# design 1

==> design_1/m3.png <==
The bar under the picture is 20 um long.
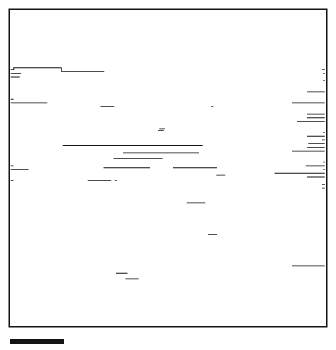

## src/rtl/keypad_pkg.sv

```systemverilog
// Shared definitions for the keypad entry block: key codes, FSM states, BCD width.
package keypad_pkg;

   localparam int unsigned BCD_W = 4;

   localparam logic [3:0] KEY_CLEAR = 4'hC;
   localparam logic [3:0] KEY_LOAD  = 4'hF;
   localparam logic [3:0] KEY_BKSP  = 4'hB;

   typedef enum logic [1:0] {
      ST_SCAN     = 2'd0,
      ST_DEBOUNCE = 2'd1,
      ST_PRESSED  = 2'd2,
      ST_RELEASE  = 2'd3
   } state_t;

   // Index of the lowest set bit; also the index of a one-hot vector.
   function automatic logic [1:0] low_idx(input logic [3:0] v);
      if (v[0])      low_idx = 2'd0;
      else if (v[1]) low_idx = 2'd1;
      else if (v[2]) low_idx = 2'd2;
      else           low_idx = 2'd3;
   endfunction

endpackage

```

## src/rtl/keypad_debounce.sv

```systemverilog
// Stable-cycle counter: clears on clr_i, counts while en_i, flags the CNT-th stable cycle.
module keypad_debounce #(
   parameter int unsigned CNT = 40000
) (
   input  logic clk,
   input  logic rst,
   input  logic clr_i,
   input  logic en_i,
   output logic done_c
);

   localparam int unsigned CW = (CNT > 1) ? $clog2(CNT) : 1;

   logic [CW-1:0] cnt_q, cnt_d;

   // done_c is true during the cycle that completes CNT stable cycles.
   assign done_c = (cnt_q == CW'(CNT - 1));

   // Next count: clear has priority over counting.
   always_comb begin
      cnt_d = cnt_q;
      if (clr_i)     cnt_d = '0;
      else if (en_i) cnt_d = cnt_q + CW'(1);
   end

   // Counter register.
   always_ff @(posedge clk or posedge rst) begin
      if (rst) cnt_q <= '0;
      else     cnt_q <= cnt_d;
   end

endmodule

```

## src/rtl/keypad_entry.sv

```systemverilog
// 4x4 keypad scanner with debounce and 4-digit BCD (MM:SS) entry.
// Optional: define KEYPAD_ENTRY_BACKSPACE_EN to make key 0xB shift digits right.
module keypad_entry
   import keypad_pkg::*;
#(
   parameter int unsigned SCAN_DIV     = 2000,
   parameter int unsigned DEBOUNCE_CNT = 40000
) (
   input  logic        clk,
   input  logic        rst,
   input  logic [3:0]  row,
   output logic [3:0]  col,
   output logic        key_valid,
   output logic [3:0]  key_code,
   output logic [15:0] digits,
   output logic        load,
   output logic        err
);

   localparam int unsigned SW = (SCAN_DIV > 1) ? $clog2(SCAN_DIV) : 1;

   logic [3:0]    row_s1_q, row_s2_q;
   state_t        state_q, state_d;
   logic [3:0]    col_q, col_d;
   logic [SW-1:0] scan_cnt_q, scan_cnt_d;
   logic [3:0]    row_cap_q, row_cap_d;
   logic          key_valid_q, key_valid_d;
   logic [3:0]    key_code_q, key_code_d;
   logic [15:0]   digits_q, digits_d;
   logic          load_q, load_d;
   logic          err_q, err_d;
   logic          db_clr, db_en, db_done;
   logic          any_row, row_same;

   assign any_row  = |row_s2_q;
   assign row_same = (row_s2_q == row_cap_q);

   keypad_debounce #(.CNT(DEBOUNCE_CNT)) u_debounce (
      .clk    (clk),
      .rst    (rst),
      .clr_i  (db_clr),
      .en_i   (db_en),
      .done_c (db_done)
   );

   // Two-flop synchronizer for the asynchronous row lines.
   always_ff @(posedge clk or posedge rst) begin
      if (rst) begin
         row_s1_q <= '0;
         row_s2_q <= '0;
      end else begin
         row_s1_q <= row;
         row_s2_q <= row_s1_q;
      end
   end

   // FSM state register.
   always_ff @(posedge clk or posedge rst) begin
      if (rst) state_q <= ST_SCAN;
      else     state_q <= state_d;
   end

   // Next state and debounce counter control.
   always_comb begin
      state_d = state_q;
      db_clr  = 1'b1;
      db_en   = 1'b0;
      case (state_q)
         ST_SCAN: begin
            if (any_row) state_d = ST_DEBOUNCE;
         end
         ST_DEBOUNCE: begin
            if (!row_same) begin
               state_d = ST_SCAN;
            end else begin
               db_clr = 1'b0;
               db_en  = 1'b1;
               if (db_done) state_d = ST_PRESSED;
            end
         end
         ST_PRESSED: begin
            if (!any_row) state_d = ST_RELEASE;
         end
         ST_RELEASE: begin
            if (any_row) begin
               state_d = ST_PRESSED;
            end else begin
               db_clr = 1'b0;
               db_en  = 1'b1;
               if (db_done) state_d = ST_SCAN;
            end
         end
         default: state_d = ST_SCAN;
      endcase
   end

   // FSM outputs: column rotation, row capture and the accepted-key pulse.
   always_comb begin
      col_d       = col_q;
      scan_cnt_d  = '0;
      row_cap_d   = row_cap_q;
      key_valid_d = 1'b0;
      key_code_d  = key_code_q;
      case (state_q)
         ST_SCAN: begin
            if (any_row) begin
               row_cap_d = row_s2_q;
            end else if (scan_cnt_q == SW'(SCAN_DIV - 1)) begin
               col_d = {col_q[2:0], col_q[3]};
            end else begin
               scan_cnt_d = scan_cnt_q + SW'(1);
            end
         end
         ST_DEBOUNCE: begin
            if (row_same && db_done) begin
               key_valid_d = 1'b1;
               key_code_d  = {low_idx(row_cap_q), low_idx(col_q)};
            end
         end
         default: ;
      endcase
   end

   // Digit entry acting on the key accepted in the previous cycle.
   always_comb begin
      digits_d = digits_q;
      load_d   = 1'b0;
      err_d    = 1'b0;
      if (key_valid_q) begin
         if (key_code_q <= 4'd9) begin
            digits_d = {digits_q[3*BCD_W-1:0], key_code_q};
         end else if (key_code_q == KEY_CLEAR) begin
            digits_d = '0;
         end else if (key_code_q == KEY_LOAD) begin
            if (digits_q[2*BCD_W-1:BCD_W] <= 4'd5) load_d = 1'b1;
            else                                  err_d  = 1'b1;
         end
`ifdef KEYPAD_ENTRY_BACKSPACE_EN
         else if (key_code_q == KEY_BKSP) begin
            digits_d = {4'h0, digits_q[4*BCD_W-1:BCD_W]};
         end
`endif
      end
   end

   // Datapath and output registers.
   always_ff @(posedge clk or posedge rst) begin
      if (rst) begin
         col_q       <= 4'b0001;
         scan_cnt_q  <= '0;
         row_cap_q   <= '0;
         key_valid_q <= 1'b0;
         key_code_q  <= '0;
         digits_q    <= '0;
         load_q      <= 1'b0;
         err_q       <= 1'b0;
      end else begin
         col_q       <= col_d;
         scan_cnt_q  <= scan_cnt_d;
         row_cap_q   <= row_cap_d;
         key_valid_q <= key_valid_d;
         key_code_q  <= key_code_d;
         digits_q    <= digits_d;
         load_q      <= load_d;
         err_q       <= err_d;
      end
   end

   assign col       = col_q;
   assign key_valid = key_valid_q;
   assign key_code  = key_code_q;
   assign digits    = digits_q;
   assign load      = load_q;
   assign err       = err_q;

endmodule

```

## config.mk

```make
export PLATFORM = sky130hd
export DESIGN_NAME = keypad_entry
export DESIGN_NICKNAME = d
export VERILOG_FILES = /design/src/rtl/keypad_pkg.sv /design/src/rtl/keypad_debounce.sv /design/src/rtl/keypad_entry.sv
export SDC_FILE = /design/constraint.sdc
export NUM_CORES = 1
export LEC_CHECK = 0
export ABC_AREA = 1
export CORE_MARGIN = 3
export CORE_UTILIZATION = 25
export DETAILED_ROUTE_END_ITERATION = 12
export GPL_ROUTABILITY_DRIVEN = 0
export PLACE_DENSITY = 0.42
export SYNTH_ARGS = -nofsm -noshare
export SYNTH_HDL_FRONTEND = slang
export SYNTH_SLANG_ARGS = --single-unit
```

## constraint.sdc

```tcl
create_clock -name clk -period 3.45 [get_ports clk]
set_input_delay 0.69 -clock clk [delete_from_list [all_inputs] [get_ports clk]]
set_output_delay 0.69 -clock clk [all_outputs]
set_load 0.03 [all_outputs]
```

# design 2

$ cat config.mk
export PLATFORM = sky130hd
export DESIGN_NAME = booth_mult
export DESIGN_NICKNAME = d
export VERILOG_FILES = /design/src/rtl/booth_pkg.sv /design/src/rtl/iter_cnt.sv /design/src/rtl/booth_mult.sv
export SDC_FILE = /design/constraint.sdc
export NUM_CORES = 1
export LEC_CHECK = 0
export ABC_CLOCK_PERIOD_IN_PS = 6600
export CAP_MARGIN = 10
export CORE_AREA = 2 2 84 86
export DETAILED_ROUTE_END_ITERATION = 8
export DIE_AREA = 0 0 86 88
export GPL_TIMING_DRIVEN = 0
export HOLD_SLACK_MARGIN = 0.1
export MAX_ROUTING_LAYER = met4
export PLACE_DENSITY = 0.48
export SYNTH_ARGS = -nofsm -noshare
export SYNTH_HDL_FRONTEND = slang
export SYNTH_SLANG_ARGS = --single-unit
export TNS_END_PERCENT = 30
$ cat constraint.sdc
create_clock -name clk -period 6.6 [get_ports clk]
set_input_delay 0.66 -clock clk [delete_from_list [all_inputs] [get_ports clk]]
set_output_delay 0.66 -clock clk [all_outputs]
set_load 0.03 [all_outputs]
$ cat src/rtl/booth_pkg.sv
// Shared definitions for the radix-2 Booth multiplier: state encoding,
// default operand width and iteration-counter sizing.
package booth_pkg;

  localparam int WIDTH_DEFAULT = 8;
  localparam int COUNT_W       = $clog2(WIDTH_DEFAULT);

  typedef enum logic [2:0] {
    IDLE   = 3'd0,
    LOAD_M = 3'd1,
    LOAD_Q = 3'd2,
    ADD    = 3'd3,
    SHIFT  = 3'd4,
    OUT_HI = 3'd5,
    OUT_LO = 3'd6
  } state_t;

  // Counter width for an arbitrary operand width; never narrower than one bit.
  function automatic int count_width(input int w);
    return (w < 2) ? 1 : $clog2(w);
  endfunction

endpackage

$ cat src/rtl/iter_cnt.sv
// Booth iteration counter: synchronous clear, increment enable and a
// terminal-count flag raised while the count sits on the final iteration.
module iter_cnt #(
  parameter int LIMIT = 8,
  parameter int CW    = 3
) (
  input  logic clk,
  input  logic reset,
  input  logic clear,
  input  logic inc,
  output logic tc
);

  logic [CW-1:0] count;

  // Iteration count register.
  always_ff @(posedge clk or negedge reset) begin
    if (!reset) begin
      count <= '0;
    end else if (clear) begin
      count <= '0;
    end else if (inc) begin
      count <= count + CW'(1);
    end
  end

  assign tc = (count == CW'(LIMIT - 1));

endmodule

$ cat src/rtl/booth_mult.sv
// Sequential radix-2 Booth signed multiplier: operands arrive on inbus in two
// consecutive cycles, the 2*WIDTH-bit product leaves as high word then low word.
module booth_mult
  import booth_pkg::*;
#(
  parameter int WIDTH = WIDTH_DEFAULT
) (
  input  logic             clk,
  input  logic             reset,
  input  logic             start,
  input  logic [WIDTH-1:0] inbus,
  output logic [WIDTH-1:0] outbus,
  output logic             busy,
  output logic             out_valid,
  output logic             done
);

  localparam int CW = count_width(WIDTH);

  state_t           state;
  state_t           next_state;
  logic [WIDTH-1:0] m;
  logic [WIDTH-1:0] q;
  logic [WIDTH:0]   a;
  logic [WIDTH:0]   a_next;
  logic [WIDTH:0]   m_ext;
  logic             q_1;
  logic             load_m;
  logic             load_q;
  logic             add_en;
  logic             shift_en;
  logic             last_iter;

  iter_cnt #(
    .LIMIT (WIDTH),
    .CW    (CW)
  ) u_iter_cnt (
    .clk   (clk),
    .reset (reset),
    .clear (load_q),
    .inc   (shift_en),
    .tc    (last_iter)
  );

  // State register.
  always_ff @(posedge clk or negedge reset) begin
    if (!reset) begin
      state <= IDLE;
    end else begin
      state <= next_state;
    end
  end

  // Next-state sequencing.
  always_comb begin
    next_state = state;
    case (state)
      IDLE:    next_state = start ? LOAD_M : IDLE;
      LOAD_M:  next_state = LOAD_Q;
      LOAD_Q:  next_state = ADD;
      ADD:     next_state = SHIFT;
      SHIFT:   next_state = last_iter ? OUT_HI : ADD;
      OUT_HI:  next_state = OUT_LO;
      OUT_LO:  next_state = IDLE;
      default: next_state = IDLE;
    endcase
  end

  // Datapath enables and output bus, decoded from the current state.
  always_comb begin
    load_m    = 1'b0;
    load_q    = 1'b0;
    add_en    = 1'b0;
    shift_en  = 1'b0;
    busy      = 1'b1;
    out_valid = 1'b0;
    done      = 1'b0;
    outbus    = '0;
    case (state)
      IDLE:    busy = 1'b0;
      LOAD_M:  load_m = 1'b1;
      LOAD_Q:  load_q = 1'b1;
      ADD:     add_en = 1'b1;
      SHIFT:   shift_en = 1'b1;
      OUT_HI: begin
        out_valid = 1'b1;
        outbus    = a[WIDTH-1:0];
      end
      OUT_LO: begin
        out_valid = 1'b1;
        done      = 1'b1;
        outbus    = q;
      end
      default: busy = 1'b0;
    endcase
  end

  // One extra bit on A absorbs the overflow of A - M when M is the most negative value.
  assign m_ext = {m[WIDTH-1], m};

  // Booth add/subtract decision on the current multiplier bit pair.
  always_comb begin
    a_next = a;
    case ({q[0], q_1})
      2'b01:   a_next = a + m_ext;
      2'b10:   a_next = a - m_ext;
      default: a_next = a;
    endcase
  end

  // Multiplicand, accumulator and multiplier registers (load-or-shift).
  always_ff @(posedge clk or negedge reset) begin
    if (!reset) begin
      m   <= '0;
      q   <= '0;
      a   <= '0;
      q_1 <= 1'b0;
    end else begin
      if (load_m) begin
        m <= inbus;
      end
      if (load_q) begin
        q   <= inbus;
        a   <= '0;
        q_1 <= 1'b0;
      end else if (add_en) begin
        a <= a_next;
      end else if (shift_en) begin
        a   <= {a[WIDTH], a[WIDTH:1]};
        q   <= {a[0], q[WIDTH-1:1]};
        q_1 <= q[0];
      end
    end
  end

endmodule
# design 3

## src/rtl/lift_request_arbiter_if.sv

```systemverilog
// lift_request_arbiter_if: call inputs and request stream of lift_request_arbiter.
// LIFT_REQ_STATS_EN adds the drop_count status output.
interface lift_request_arbiter_if #(
    parameter int NUM_FLOORS = 64,
    parameter int FLOOR_W    = 7,
    parameter int DEPTH      = 8
);
    localparam int CW = $clog2(DEPTH) + 1;
    logic                  cabin_valid;
    logic [FLOOR_W-1:0]    cabin_floor;
    logic                  hall_valid;
    logic [FLOOR_W-1:0]    hall_floor;
    logic                  req_ready;
    logic                  req_valid;
    logic [FLOOR_W-1:0]    req_floor;
    logic [NUM_FLOORS-1:0] pending;
    logic [CW-1:0]         fifo_count;
    logic                  full;
    logic                  overflow;
    logic                  invalid;
`ifdef LIFT_REQ_STATS_EN
    logic [7:0]            drop_count;
`endif
    modport master (
        input  cabin_valid, cabin_floor, hall_valid, hall_floor, req_ready,
        output req_valid, req_floor, pending, fifo_count, full, overflow, invalid
`ifdef LIFT_REQ_STATS_EN
        , drop_count
`endif
    );
    modport slave (
        output cabin_valid, cabin_floor, hall_valid, hall_floor, req_ready,
        input  req_valid, req_floor, pending, fifo_count, full, overflow, invalid
`ifdef LIFT_REQ_STATS_EN
        , drop_count
`endif
    );
endinterface

```

## src/rtl/lift_request_arbiter.sv

```systemverilog
// lift_request_arbiter: dedups cabin/hall calls and queues them in arrival order for the controller.
// LIFT_REQ_STATS_EN adds a saturating drop_count of overflow/invalid calls.
module lift_request_arbiter #(
    parameter int NUM_FLOORS = 64,
    parameter int FLOOR_W    = 7,
    parameter int DEPTH      = 8
) (
    input logic                   clk,
    input logic                   reset,
    lift_request_arbiter_if.master bus
);
    localparam int AW = $clog2(DEPTH);
    localparam int CW = AW + 1;
    localparam logic [FLOOR_W:0]    NF  = (FLOOR_W + 1)'(NUM_FLOORS);
    localparam logic [NUM_FLOORS-1:0] ONE = NUM_FLOORS'(1);
    logic [FLOOR_W-1:0]    mem_q [DEPTH];
    logic [FLOOR_W-1:0]    mem_d [DEPTH];
    logic [AW-1:0]         rd_ptr_q, rd_ptr_d, wr_ptr_q, wr_ptr_d;
    logic [CW-1:0]         count_q, count_d;
    logic [NUM_FLOORS-1:0] pending_q, pending_d, pend_pop, head_mask, cabin_mask, hall_mask;
    logic [FLOOR_W-1:0]    req_floor_q, req_floor_d;
    logic                  overflow_q, overflow_d, invalid_q, invalid_d;
    logic                  pop, hall_eff, cabin_ok, hall_ok, cabin_new, hall_new, cabin_do, hall_do;
    logic [CW:0]           space;
    always_comb begin
        pop        = count_q != '0 && bus.req_ready;
        head_mask  = ONE << mem_q[rd_ptr_q];
        cabin_mask = ONE << bus.cabin_floor;
        hall_mask  = ONE << bus.hall_floor;
        pend_pop   = pop ? pending_q & ~head_mask : pending_q;
        // A hall call to the cabin's floor in the same cycle is the same request.
        hall_eff   = bus.hall_valid && !(bus.cabin_valid && bus.hall_floor == bus.cabin_floor);
        cabin_ok   = {1'b0, bus.cabin_floor} < NF;
        hall_ok    = {1'b0, bus.hall_floor} < NF;
        cabin_new  = bus.cabin_valid && cabin_ok && (pend_pop & cabin_mask) == '0;
        hall_new   = hall_eff && hall_ok && (pend_pop & hall_mask) == '0;
        space      = (CW + 1)'(DEPTH) - {1'b0, count_q} + (CW + 1)'(pop);
        cabin_do   = cabin_new && space != '0;
        hall_do    = hall_new && space > {{CW{1'b0}}, cabin_do};
        overflow_d = (cabin_new && !cabin_do) || (hall_new && !hall_do);
        invalid_d  = (bus.cabin_valid && !cabin_ok) || (hall_eff && !hall_ok);
        mem_d      = mem_q;
        if (cabin_do) mem_d[wr_ptr_q] = bus.cabin_floor;
        if (hall_do) mem_d[wr_ptr_q + AW'(cabin_do)] = bus.hall_floor;
        pending_d  = pend_pop | (cabin_do ? cabin_mask : '0) | (hall_do ? hall_mask : '0);
        wr_ptr_d   = wr_ptr_q + AW'(cabin_do) + AW'(hall_do);
        rd_ptr_d   = rd_ptr_q + AW'(pop);
        count_d    = count_q + CW'(cabin_do) + CW'(hall_do) - CW'(pop);
        req_floor_d = count_d != '0 ? mem_d[rd_ptr_d] : req_floor_q;
    end
    always_ff @(posedge clk or negedge reset) begin
        if (!reset) begin
            mem_q       <= '{default: '0};
            rd_ptr_q    <= '0;
            wr_ptr_q    <= '0;
            count_q     <= '0;
            pending_q   <= '0;
            req_floor_q <= '0;
            overflow_q  <= 1'b0;
            invalid_q   <= 1'b0;
        end else begin
            mem_q       <= mem_d;
            rd_ptr_q    <= rd_ptr_d;
            wr_ptr_q    <= wr_ptr_d;
            count_q     <= count_d;
            pending_q   <= pending_d;
            req_floor_q <= req_floor_d;
            overflow_q  <= overflow_d;
            invalid_q   <= invalid_d;
        end
    end
    assign bus.req_valid  = count_q != '0;
    assign bus.req_floor  = req_floor_q;
    assign bus.pending    = pending_q;
    assign bus.fifo_count = count_q;
    assign bus.full       = count_q == CW'(DEPTH);
    assign bus.overflow   = overflow_q;
    assign bus.invalid    = invalid_q;
`ifdef LIFT_REQ_STATS_EN
    logic [7:0] drop_count_q, drop_count_d;
    logic [8:0] drop_sum;
    always_comb begin
        drop_sum = {1'b0, drop_count_q} + 9'(cabin_new && !cabin_do) + 9'(hall_new && !hall_do)
                 + 9'(bus.cabin_valid && !cabin_ok) + 9'(hall_eff && !hall_ok);
        drop_count_d = drop_sum > 9'd255 ? 8'd255 : drop_sum[7:0];
    end
    always_ff @(posedge clk or negedge reset) begin
        if (!reset) drop_count_q <= '0;
        else drop_count_q <= drop_count_d;
    end
    assign bus.drop_count = drop_count_q;
`endif
endmodule

```

## src/flat_wrapper.sv

```systemverilog
// flat-port wrapper written by rule: the top's interface ports become plain ports
module lift_request_arbiter_flat 
#(
    parameter int NUM_FLOORS = 64,
    parameter int FLOOR_W    = 7,
    parameter int DEPTH      = 8
)
  (clk, reset, bus_cabin_valid, bus_cabin_floor, bus_hall_valid, bus_hall_floor, bus_req_ready, bus_req_valid, bus_req_floor, bus_pending, bus_fifo_count, bus_full, bus_overflow, bus_invalid);
  lift_request_arbiter_if #(.NUM_FLOORS(NUM_FLOORS), .FLOOR_W(FLOOR_W), .DEPTH(DEPTH)) bus_i ();
  input logic clk;
  input logic reset;
  input wire logic [$bits(bus_i.cabin_valid)-1:0] bus_cabin_valid;
  input wire logic [$bits(bus_i.cabin_floor)-1:0] bus_cabin_floor;
  input wire logic [$bits(bus_i.hall_valid)-1:0] bus_hall_valid;
  input wire logic [$bits(bus_i.hall_floor)-1:0] bus_hall_floor;
  input wire logic [$bits(bus_i.req_ready)-1:0] bus_req_ready;
  output wire logic [$bits(bus_i.req_valid)-1:0] bus_req_valid;
  output wire logic [$bits(bus_i.req_floor)-1:0] bus_req_floor;
  output wire logic [$bits(bus_i.pending)-1:0] bus_pending;
  output wire logic [$bits(bus_i.fifo_count)-1:0] bus_fifo_count;
  output wire logic [$bits(bus_i.full)-1:0] bus_full;
  output wire logic [$bits(bus_i.overflow)-1:0] bus_overflow;
  output wire logic [$bits(bus_i.invalid)-1:0] bus_invalid;
  assign bus_i.cabin_valid = bus_cabin_valid;
  assign bus_i.cabin_floor = bus_cabin_floor;
  assign bus_i.hall_valid = bus_hall_valid;
  assign bus_i.hall_floor = bus_hall_floor;
  assign bus_i.req_ready = bus_req_ready;
  assign bus_req_valid = bus_i.req_valid;
  assign bus_req_floor = bus_i.req_floor;
  assign bus_pending = bus_i.pending;
  assign bus_fifo_count = bus_i.fifo_count;
  assign bus_full = bus_i.full;
  assign bus_overflow = bus_i.overflow;
  assign bus_invalid = bus_i.invalid;
  lift_request_arbiter #(.NUM_FLOORS(NUM_FLOORS), .FLOOR_W(FLOOR_W), .DEPTH(DEPTH)) u_core (.clk(clk), .reset(reset), .bus(bus_i));
endmodule
```

## config.mk

```make
export PLATFORM = sky130hd
export DESIGN_NAME = lift_request_arbiter_flat
export DESIGN_NICKNAME = d
export VERILOG_FILES = /design/src/rtl/lift_request_arbiter_if.sv /design/src/rtl/lift_request_arbiter.sv /design/src/flat_wrapper.sv
export SDC_FILE = /design/constraint.sdc
export NUM_CORES = 1
export LEC_CHECK = 0
export ABC_AREA = 1
export CAP_MARGIN = 20
export CORE_ASPECT_RATIO = 1.4
export CORE_MARGIN = 3
export CORE_UTILIZATION = 45
export CTS_CLUSTER_SIZE = 25
export DETAILED_ROUTE_END_ITERATION = 6
export GPL_TIMING_DRIVEN = 0
export MAX_ROUTING_LAYER = met4
export PLACE_DENSITY_LB_ADDON = 0.08
export SLEW_MARGIN = 0
export SYNTH_ARGS = -nofsm -noshare
export SYNTH_HDL_FRONTEND = slang
export SYNTH_SLANG_ARGS = --single-unit
export TNS_END_PERCENT = 30
```

## constraint.sdc

```tcl
create_clock -name clk -period 10.5 [get_ports clk]
set_input_delay 2.1 -clock clk [delete_from_list [all_inputs] [get_ports clk]]
set_output_delay 2.1 -clock clk [all_outputs]
set_load 0.1 [all_outputs]
```

# design 4

==> config.mk <==
export PLATFORM = sky130hd
export DESIGN_NAME = semaforo_sequencer
export DESIGN_NICKNAME = d
export VERILOG_FILES = /design/src/rtl/semaforo_pkg.sv /design/src/rtl/semaforo_sequencer_tick_prescaler.sv /design/src/rtl/semaforo_sequencer.sv
export SDC_FILE = /design/constraint.sdc
export NUM_CORES = 1
export LEC_CHECK = 0
export CORE_AREA = 3 3 67 76
export DETAILED_ROUTE_END_ITERATION = 16
export DIE_AREA = 0 0 70 79
export GPL_TIMING_DRIVEN = 1
export PLACE_DENSITY = 0.71
export RECOVER_POWER = 25
export SETUP_SLACK_MARGIN = 0.2
export SYNTH_ARGS = -nofsm -noshare
export SYNTH_HDL_FRONTEND = slang
export SYNTH_SLANG_ARGS = --single-unit
==> constraint.sdc <==
create_clock -name clk -period 2.1 [get_ports clk]
set_clock_uncertainty 0.05 [all_clocks]
set_input_delay 0.42 -clock clk [delete_from_list [all_inputs] [get_ports clk]]
set_output_delay 0.42 -clock clk [all_outputs]
set_load 0.02 [all_outputs]
==> src/rtl/semaforo_pkg.sv <==
// -----------------------------------------------------------------------------
// semaforo_pkg
// Shared types and constants for the local intersection phase sequencer:
//   - state_e   : sequencer states
//   - appr_t    : 2-bit approach index (approaches 0..3)
//   - CODE_*    : cycle codes understood by the traffic-light decoder
//   - MODE_*    : encodings of the mode output
//   - pick_lowest(): lowest unskipped approach at or above a given index
// -----------------------------------------------------------------------------
package semaforo_pkg;

    typedef enum logic [2:0] {
        ST_GREEN,
        ST_GBLINK,
        ST_YELLOW,
        ST_CLEAR,
        ST_NIGHT,
        ST_EMERG
    } state_e;

    typedef logic [1:0] appr_t;

    localparam logic [4:0] CODE_CLEAR = 5'd7;
    localparam logic [4:0] CODE_NIGHT = 5'd8;

    localparam logic [1:0] MODE_NORMAL = 2'b00;
    localparam logic [1:0] MODE_NIGHT  = 2'b01;
    localparam logic [1:0] MODE_EMERG  = 2'b10;
    localparam logic [1:0] MODE_CLEAR  = 2'b11;

    typedef struct packed {
        logic  found;
        appr_t idx;
    } pick_t;

    // Lowest approach i with i >= lo and skip[i]==0. lo may be 4 (nothing left).
    function automatic pick_t pick_lowest(input logic [3:0] skip, input logic [2:0] lo);
        pick_t r;
        r.found = 1'b0;
        r.idx   = 2'd0;
        for (int i = 3; i >= 0; i--) begin
            if (i >= int'(lo) && !skip[i]) begin
                r.found = 1'b1;
                r.idx   = appr_t'(i);
            end
        end
        return r;
    endfunction

endpackage

==> src/rtl/semaforo_sequencer_tick_prescaler.sv <==
// -----------------------------------------------------------------------------
// tick_prescaler
// Free-running divider producing a one-cycle pulse every CLK_DIV clocks.
// Ports:
//   clk    in  clock
//   rst    in  synchronous active-low reset (count returns to 0)
//   tick_o out high while the count equals CLK_DIV-1
// -----------------------------------------------------------------------------
module tick_prescaler #(
    parameter int CLK_DIV = 27_000_000
) (
    input  logic clk,
    input  logic rst,
    output logic tick_o
);

    localparam int CW = (CLK_DIV > 2) ? $clog2(CLK_DIV) : 1;
    localparam logic [CW-1:0] LAST = CW'(CLK_DIV - 1);

    logic [CW-1:0] cnt_q, cnt_d;

    assign tick_o = (cnt_q == LAST);
    assign cnt_d  = tick_o ? '0 : cnt_q + 1'b1;

    always_ff @(posedge clk) begin
        if (!rst) cnt_q <= '0;
        else      cnt_q <= cnt_d;
    end

endmodule

==> src/rtl/semaforo_sequencer.sv <==
// -----------------------------------------------------------------------------
// semaforo_sequencer
// Local phase sequencer for a 4-approach intersection. Rotates green ->
// blinking green -> yellow through unskipped approaches, with all-red
// clearance, flashing-yellow night mode and all-red emergency hold.
// Ports:
//   clk    in   clock
//   rst    in   synchronous active-low reset
//   night  in   night-mode request (level)
//   emerg  in   emergency request (level, highest priority)
//   skip   in   skip[a]=1 removes approach a from rotation
//   ciclo  out  5-bit cycle code for the decoder
//   dest   out  blink enable for the decoder
//   tick   out  one-cycle prescaler pulse
//   mode   out  00 normal, 01 night, 10 emergency, 11 clearing
// -----------------------------------------------------------------------------
module semaforo_sequencer
    import semaforo_pkg::*;
#(
    parameter int CLK_DIV  = 27_000_000,
    parameter int T_GREEN  = 20,
    parameter int T_BLINK  = 3,
    parameter int T_YELLOW = 3,
    parameter int T_ALLRED = 2,
    parameter int TW       = 8
) (
    input  logic       clk,
    input  logic       rst,
    input  logic       night,
    input  logic       emerg,
    input  logic [3:0] skip,
    output logic [4:0] ciclo,
    output logic       dest,
    output logic       tick,
    output logic [1:0] mode
);

    state_e        state_q, state_d;
    appr_t         appr_q, appr_d;
    logic [TW-1:0] rem_q, rem_d;
    logic          pend_q, pend_d;   // mode request seen before/during yellow

    logic  req, expire;
    pick_t nxt, first;

    tick_prescaler #(.CLK_DIV(CLK_DIV)) u_presc (
        .clk    (clk),
        .rst    (rst),
        .tick_o (tick)
    );

    assign req    = emerg | night;
    assign expire = tick && (rem_q == TW'(1));
    assign nxt    = pick_lowest(skip, {1'b0, appr_q} + 3'd1);
    assign first  = pick_lowest(skip, 3'd0);

    always_ff @(posedge clk) begin
        if (!rst) begin
            state_q <= ST_CLEAR;
            appr_q  <= '0;
            rem_q   <= TW'(T_ALLRED);
            pend_q  <= 1'b0;
        end else begin
            state_q <= state_d;
            appr_q  <= appr_d;
            rem_q   <= rem_d;
            pend_q  <= pend_d;
        end
    end

    always_comb begin
        state_d = state_q;
        appr_d  = appr_q;
        rem_d   = rem_q;
        pend_d  = 1'b0;
        case (state_q)
            ST_GREEN, ST_GBLINK: begin
                // A mode request cuts the green short; approach 3 has no yellow.
                if (req || (expire && state_q == ST_GBLINK)) begin
                    if (appr_q != 2'd3) begin
                        state_d = ST_YELLOW;
                        rem_d   = TW'(T_YELLOW);
                        pend_d  = req;
                    end else begin
                        state_d = ST_CLEAR;
                        rem_d   = TW'(T_ALLRED);
                    end
                end else if (expire) begin
                    state_d = ST_GBLINK;
                    rem_d   = TW'(T_BLINK);
                end else if (tick) begin
                    rem_d = rem_q - 1'b1;
                end
            end
            ST_YELLOW: begin
                pend_d = pend_q | req;
                if (expire) begin
                    pend_d = 1'b0;
                    if (pend_q || req || !nxt.found) begin
                        state_d = ST_CLEAR;
                        rem_d   = TW'(T_ALLRED);
                    end else begin
                        state_d = ST_GREEN;
                        appr_d  = nxt.idx;
                        rem_d   = TW'(T_GREEN);
                    end
                end else if (tick) begin
                    rem_d = rem_q - 1'b1;
                end
            end
            ST_CLEAR: begin
                if (expire) begin
                    if (emerg) begin
                        state_d = ST_EMERG;
                    end else if (night) begin
                        state_d = ST_NIGHT;
                    end else if (first.found) begin
                        state_d = ST_GREEN;
                        appr_d  = first.idx;
                        rem_d   = TW'(T_GREEN);
                    end else begin
                        rem_d = TW'(T_ALLRED);   // everything skipped: hold all-red
                    end
                end else if (tick) begin
                    rem_d = rem_q - 1'b1;
                end
            end
            ST_NIGHT: begin
                if (emerg) begin
                    state_d = ST_EMERG;
                end else if (!night) begin
                    state_d = ST_CLEAR;
                    rem_d   = TW'(T_ALLRED);
                end
            end
            ST_EMERG: begin
                if (!emerg) begin
                    state_d = ST_CLEAR;
                    rem_d   = TW'(T_ALLRED);
                end
            end
            default: begin
                state_d = ST_CLEAR;
                rem_d   = TW'(T_ALLRED);
            end
        endcase
    end

    always_comb begin
        ciclo = CODE_CLEAR;
        dest  = 1'b0;
        mode  = MODE_CLEAR;
        case (state_q)
            ST_GREEN:  begin ciclo = {2'b00, appr_q, 1'b0}; mode = MODE_NORMAL; end
            ST_GBLINK: begin ciclo = {2'b00, appr_q, 1'b0}; dest = 1'b1; mode = MODE_NORMAL; end
            ST_YELLOW: begin ciclo = {2'b00, appr_q, 1'b1}; mode = MODE_NORMAL; end
            ST_NIGHT:  begin ciclo = CODE_NIGHT; dest = 1'b1; mode = MODE_NIGHT; end
            ST_EMERG:  begin mode = MODE_EMERG; end
            default:   ;
        endcase
    end

endmodule

==> design_1/congestion_map.png <==
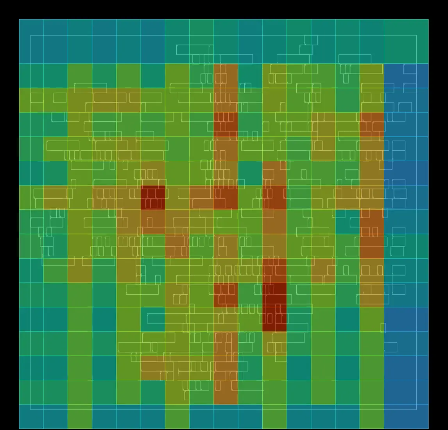
Total GRT Usage: 0.106
grt met1 use: 0.144
gr busiest metal: met2
Final Util: 0.332

Notes on design_1/m3.png above:
main direction: horizontal
wire length on this layer: 348 um
nets with wire on the layer: 38
share of all routed wire: 5.4%
via count: 2351
met3 Usage GRT: 0.0245
final WL: 6.43 mm

==> changes_impl.md, design 1 <==
### Metrics

* P_comb at 0.000191 W
* Hold-fix buffers at CTS at 0
* Clock Power Share at 0.485
* Drt drc at 0
* Filler cells at 1218
* Combinational share of cell area at 0.272
* Clk_buf instances at 13
* CP Class: reg -> out
* Yosys xor share at 0.0116
* Number of global-route vias before repair at 2300
* Register area at 1700 sq um
* Status: finished, final reports clean
* Most numerous cell in the Yosys netlist: inv_1
* Clock root buffer: clkbuf_16
* Syn nets at 356
* Dominant Register Cell: dfrtp_1
* Max-Cap Viols at 0
* CP startpoint kind: flop
* Core Region at 11600 sq um
* Clk_skew at 5.88 ps
* First-pass GRT wire length at 11.1 mm
* Post-synth regs at 68
* Drt wl/cell at 12.0 um
* Largest stage delay on the critical path at 670 ps
* Largest power group: the clock network
* Worst Tran Pin Value at 811 ps
* Initial antenna violation count at 0
* Post-DP Area at 3530 sq um
* Minimum clock period at 2240 ps
* Comb gate area at 1050 sq um
* And-or/or-and share of the synthesized area at 0.0933
* Mux frac, synth at 0
* FF-to-FF setup slack at 1850 ps
design 1: through the flow:
stage | std cells | util | hold WS [ps] | total power (W) | setup slack (ps)
final | 537 | 0.332 | 353 | 0.00207 | 1210
after global routing | 537 | 0.332 | 356 | 0.00218 | 1170
after CTS | 537 | 0.332 | 356 | 0.00210 | 1190
after detailed placement | 521 | 0.304 | 340 | 0.00108 | 1540
after global placement | 521 | 0.304 | 336 | 0.00108 | 1530
after floorplan | 348 | - | 331 | 0.00103 | 1050
design 1: routing by layer:
metal  track usage  up-vias  routed length, um
met1         0.144     1093               3140
met4        0.0510        0                148
met5             0        -                  0
met2         0.158       55               2800
met3        0.0245       10                347
li1              -     1193                  -
design 1: worst reg2reg max path: stages (launching register included):
cell and delay [ps]:
dfrtp_1 410, ha_1 230, nand3_2 140, nor4_2 230
nand2_1 110, nand2_2 190, inv_1 90, nand2_1 60
nor2_1 40
design 1: flip-flops by register name, indices dropped and copies added, names as in the netlist:
name and cells:
col 4, digits 16, err 1, key_code 4
key_valid 1, load 1, row_cap_q 4, row_s1_q 4
row_s2_q 4, scan_cnt_q 11, state_q 2, u_debounce.cnt_q 16
==> design_3/m3.png <==
The bar under the picture is 50 um long.
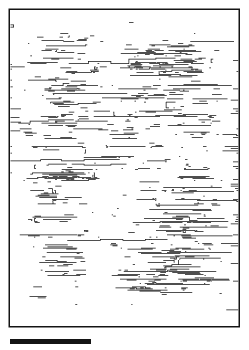
wire length on this layer: 4590 um
main direction: horizontal
share of all routed wire: 7.9%
longest straight run: 45.5 um
nets with wire on the layer: 340
met3 Usage GRT: 0.0706
final WL: 57.8 mm

==> changes_impl.md, design 3 <==
### Metrics

* Post-Syn Instances at 1849
* Boundary Pins at 98
* CP endpoint: u_core.bus.req_floor[3]
* Cell Pwr Density at 375 nW/um^2
* Max-area cell share at 0.305
* Max FFs per register at 64
* Pre-CTS WS at -525 ps
* R2r startpoint: u_core.bus.fifo_count[2]
* Setup ws final at 397 ps
* WP data arrival at 10500 ps
* Clock transition at the registers of the reported paths at 60 ps
* Yosys xor share at 0.00537
* Drt drc at 4
* Port bufs at 89
* Gr busiest metal: met2
* Mean area per synthesized cell at 6.17 sq um
* Final std cell area, no fill at 13300 sq um
* Status: finished with violations
* CP Depth at 32
* # Cells Yosys at 1849
* Failing checks: design-rule violations
design 3: cells by family (layout without fill, tap and decap cells):
logic type      count (synthesis)  after routing
compound gates                 72             72
xor+xnor                        7              7
fa+ha+maj                      17             17
buf+inv                       291            411
flops                         139            139
mux                             2              2
simple gates                 1321           1321
design 3: worst min path at each step:
| stage | cells past startpoint | from | end |
|---|---|---|---|
| final | 2 | u_core.bus.req_floor[6] | u_core.bus.req_floor[6] |
| after global routing | 2 | u_core.bus.req_floor[4] | u_core.bus.req_floor[4] |
| after CTS | 2 | u_core.bus.req_floor[6] | u_core.bus.req_floor[6] |
| after detailed placement | 2 | u_core.bus.req_floor[6] | u_core.bus.req_floor[6] |
| after global placement | 2 | u_core.bus.req_floor[6] | u_core.bus.req_floor[6] |
| after floorplan | 2 | u_core.mem_q[13] | u_core.mem_q[13] |
design 3: area by class of cell:
class | count | area [sq um] | area share
clock inverters | 7 | 91.3 | 0.00687
plain buffers | 93 | 447 | 0.0336
repair buffers | 90 | 920 | 0.0692
well taps | 315 | 394 | 0.0297
multi-input cells | 1419 | 6750 | 0.507
flip-flops and latches | 139 | 3480 | 0.262
clock buffers | 24 | 472 | 0.0355
inverters | 197 | 744 | 0.0560
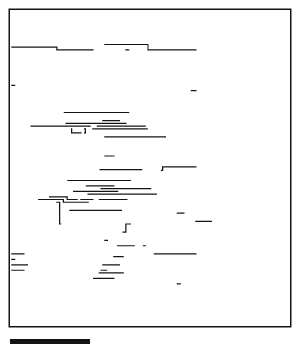
(design_4/m3.png)
The bar under the picture is 20 um long.
nets with wire on the layer: 31
wire length on this layer: 333 um
via count: 2478
met3 Usage GRT: 0.0367
final WL: 6.74 mm

==> design_4/congestion_map.png <==
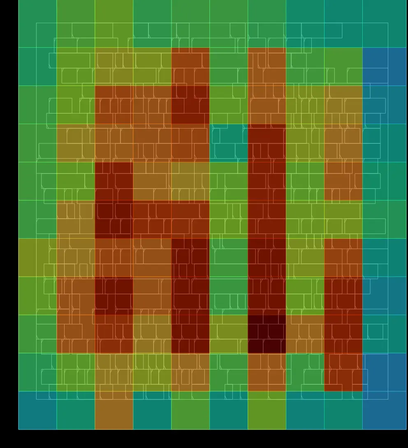
grt met1 use: 0.258
gr busiest metal: met2
Total GRT Usage: 0.240

==> changes_impl.md, design 4 <==
### Metrics

* Status: finished, final reports clean
* Layout cells sized above 1 at 0.322
* Comb gate area at 1650 sq um
* Flop count at 39
* Synth-to-layout area growth at 46.0%
* Met2 WL at 3.54 mm
* Combinational share of cell area at 0.489
* Net count reported at finish at 389
* Gp weighted congestion at 0.859
* RSZ-0062 raised after global routing: yes
* Flip-flops with a built-in enable at 0
* CP startpoint kind: flop
* Mean area per synthesized cell at 7.72 sq um
* Die Area at 5530 sq um
* Clock transition at the registers of the reported paths at 70 ps
* Number of global-route vias before repair at 2464
* Port bufs at 15
* Clock Power Share at 0.440
* Die height at 79 um
* Mi-comb count at 235
* Non-clk invs at 14
* GRT Residual Overflow at 0
* Metal-1 WL at 2.68 mm
* Insertion Delay late pin at 310 ps
* Critical Path RT at 1630 ps
* Highest net fanout along the worst path at 2
* First-pass GRT wire length at 10.7 mm
* Clock tree buffer depth at 2
* Final Util at 0.781
* Synth logic family: simple AND/OR/NAND/NOR gates
* Clock root buffer: clkbuf_8
* Hpwl dp at 4.47 mm
* Hold_sp: appr_q[1]
* Adder Area Share at 0.0163
* Worst R2R Path Depth at 7
* R2r endpoint: rem_q[4]
* CTS tree: yes
[design 4: registers in the layout, summed over array words and instances (netlist names)]
name	cells
pend_q	1
state_q	3
appr_q	2
u_presc.cnt_q	25
rem_q	8
[design 4: kinds of logic (layout without fill, tap and decap cells)]
logic type / after synthesis / count (layout)
and+or+nand+nor: 137 / 137
adders and majority gates: 3 / 3
xor gates and xnor gates: 22 / 22
AOI/OAI and AO/OA: 68 / 68
buffers and inverters: 25 / 105
DFF: 39 / 39
muxes: 4 / 4
other: 1 / 1
[design 4: worst max-delay path, cell delays in order, from the launching register on]
cell and delay [ps]:
dfxtp_2 340, nor4b_4 270, nand4_2 170, or2_4 300
clkinvlp_4 110, buf_6 120
[design 4: how the worst max path moves through the flow]
stage | startpoint | endpoint | slack, ps | cells past startpoint
2_1_floorplan | u_presc.cnt_q[1] | rem_q[0] | 140 | 9
3_3_place_gp | night | rem_q[2] | -140 | 7
3_5_place_dp | night | rem_q[2] | -190 | 7
4_1_cts | u_presc.cnt_q[21] | tick | 30 | 5
5_1_grt | u_presc.cnt_q[6] | tick | -80 | 5
6_report | u_presc.cnt_q[6] | tick | 20 | 5
==> design_2/m2.png <==
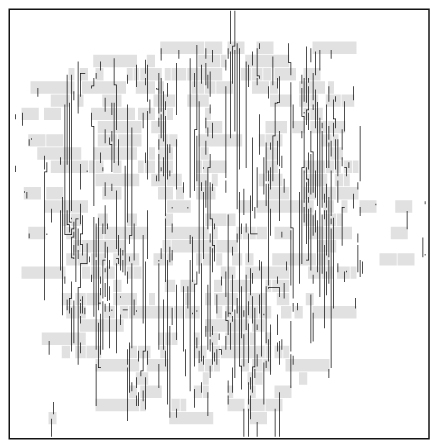
wire length on this layer: 2770 um
main direction: vertical
nets with wire on the layer: 239
longest straight run: 36.7 um
share of all routed wire: 44%
via count: 1997
final WL: 6.26 mm
met2 Use GR: 0.263

==> changes_impl.md, design 2 <==
### Metrics

* Status: finished, final reports clean
* Drt drc at 0
* Via density at 5.63
* Dominant Register Cell: dfrtp_1
* Yosys synthesis chip area at 2190 sq um
* Final Total Pwr at 0.00149 W
* CP startpoint kind: flop
* Num rows at 30
* Crit end category: primary output
* RSZ-0062 raised after global routing: no
* Post-Syn Instances at 246
* CTS tree: yes
* Clk_skew at 8.16 ps
* Most numerous cell in the Yosys netlist: dfrtp_1
* Hold Crit Class: in -> async
## design 2: logic make-up (layout without fill, tap and decap cells)
kind of cell               count (synthesis)  in the layout  synth area share
and+or+nand+nor                           67             67             0.143
buffers and inverters                     23             52            0.0429
AOI/OAI and AO/OA                         94             94             0.292
adders and majority gates                 14             14            0.0834
DFF                                       32             32             0.366
muxes                                      9              9            0.0446
xor gates and xnor gates                   7              7            0.0280
## design 2: cell type report
class                      instances  area [sq um]
fill                             689          4060
multi-input combinational        191          1290
sequential                        32           801
timing repair buffer              21           205
tap                               80           100
clock buffer                       6          82.6
buffer                            12          52.6
inverter                          11          41.3
clock inverter                     2          10.0
## design 2: worst max-delay path, delay by kind of cell (launching register included)
family | cells | cell delay [ps]
flip-flops | 1 | 430
buffers and inverters | 3 | 1090
AND/OR/NAND/NOR | 2 | 540
AND-OR/OR-AND | 1 | 150
## design 2: per-layer routing
layer  global-route usage  up-vias  part of all wire
met2                0.263       61              0.44
met4               0.0447        0             0.012
met3               0.0264        8             0.046
li1                     -      985                 -
met1                0.276      943              0.50
met5                    -        -                 0
## design 2: state kept, by name, indices dropped and copies added (netlist names)
signal,flops
a,9
m,8
q,8
state,3
u_iter_cnt.count,3
q_1,1


## Gallery

Sequential cells colored by netlist name.
Other sequential cells in the stronger gray, the rest of the logic in the fainter gray.
picture 1
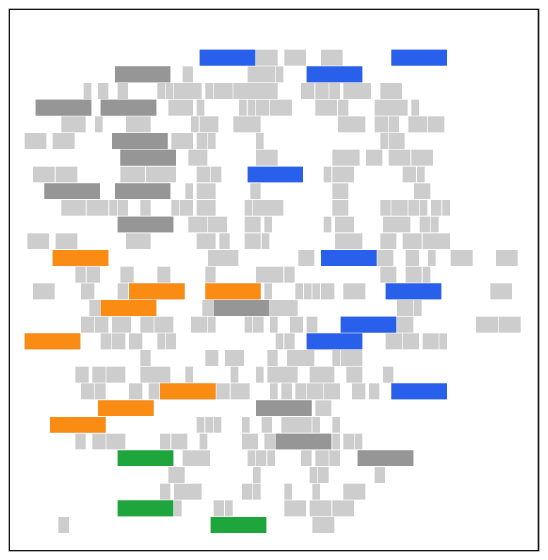
picture 2
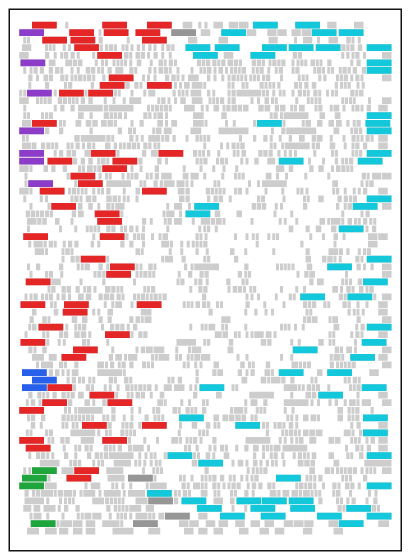
picture 3
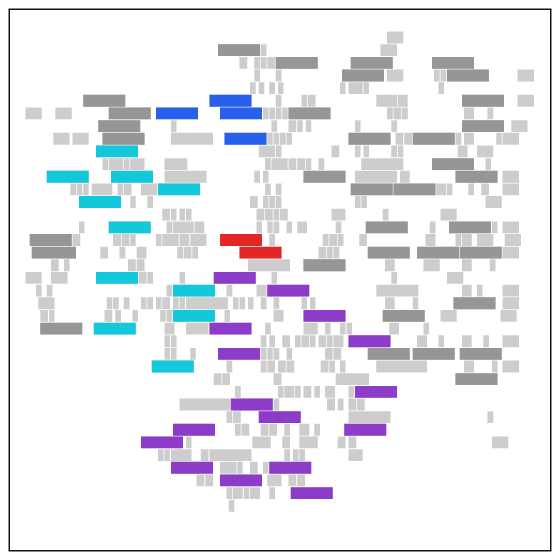
picture 4
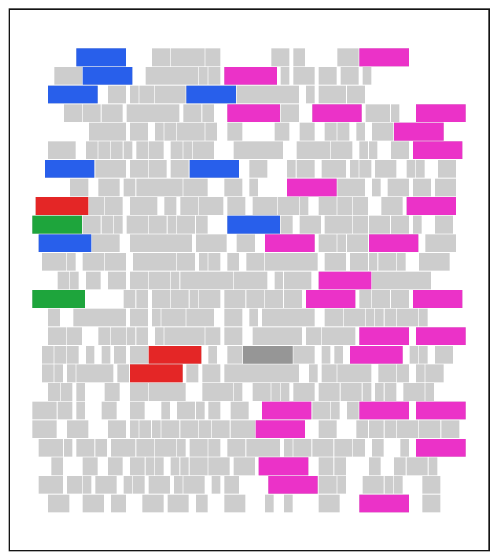
- design 2 = picture 1
- design 3 = picture 2
- design 4 = picture 4
- design 1 = picture 3
The one with the fewest sequential cells is picture 1.
The one with the most sequential cells is picture 2.


==> layout pictures side by side <==
Metal 2.
(a)
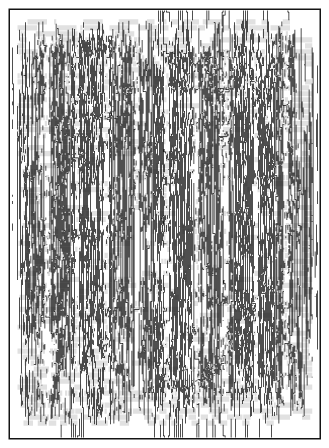
(b)
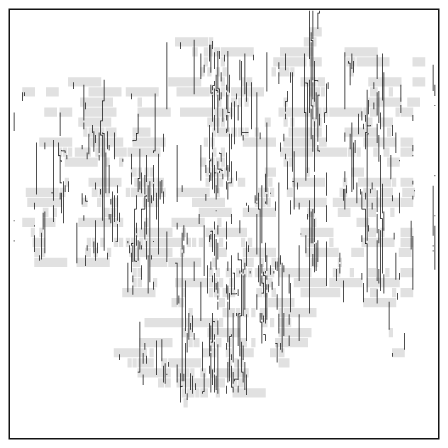
(c)
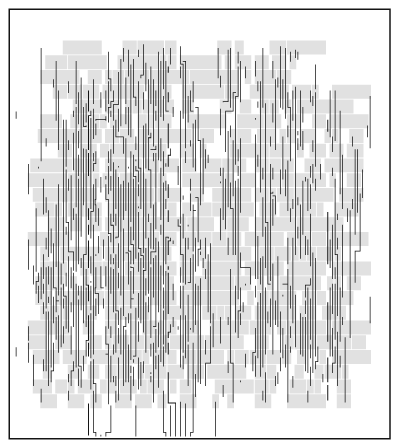
| from | picture |
|---|---|
| design 3 | (a) |
| design 1 | (b) |
| design 4 | (c) |

Key to (b):
wire length on this layer: 2800 um
share of all routed wire: 44%

Power is estimated from default activity; no workload was simulated.
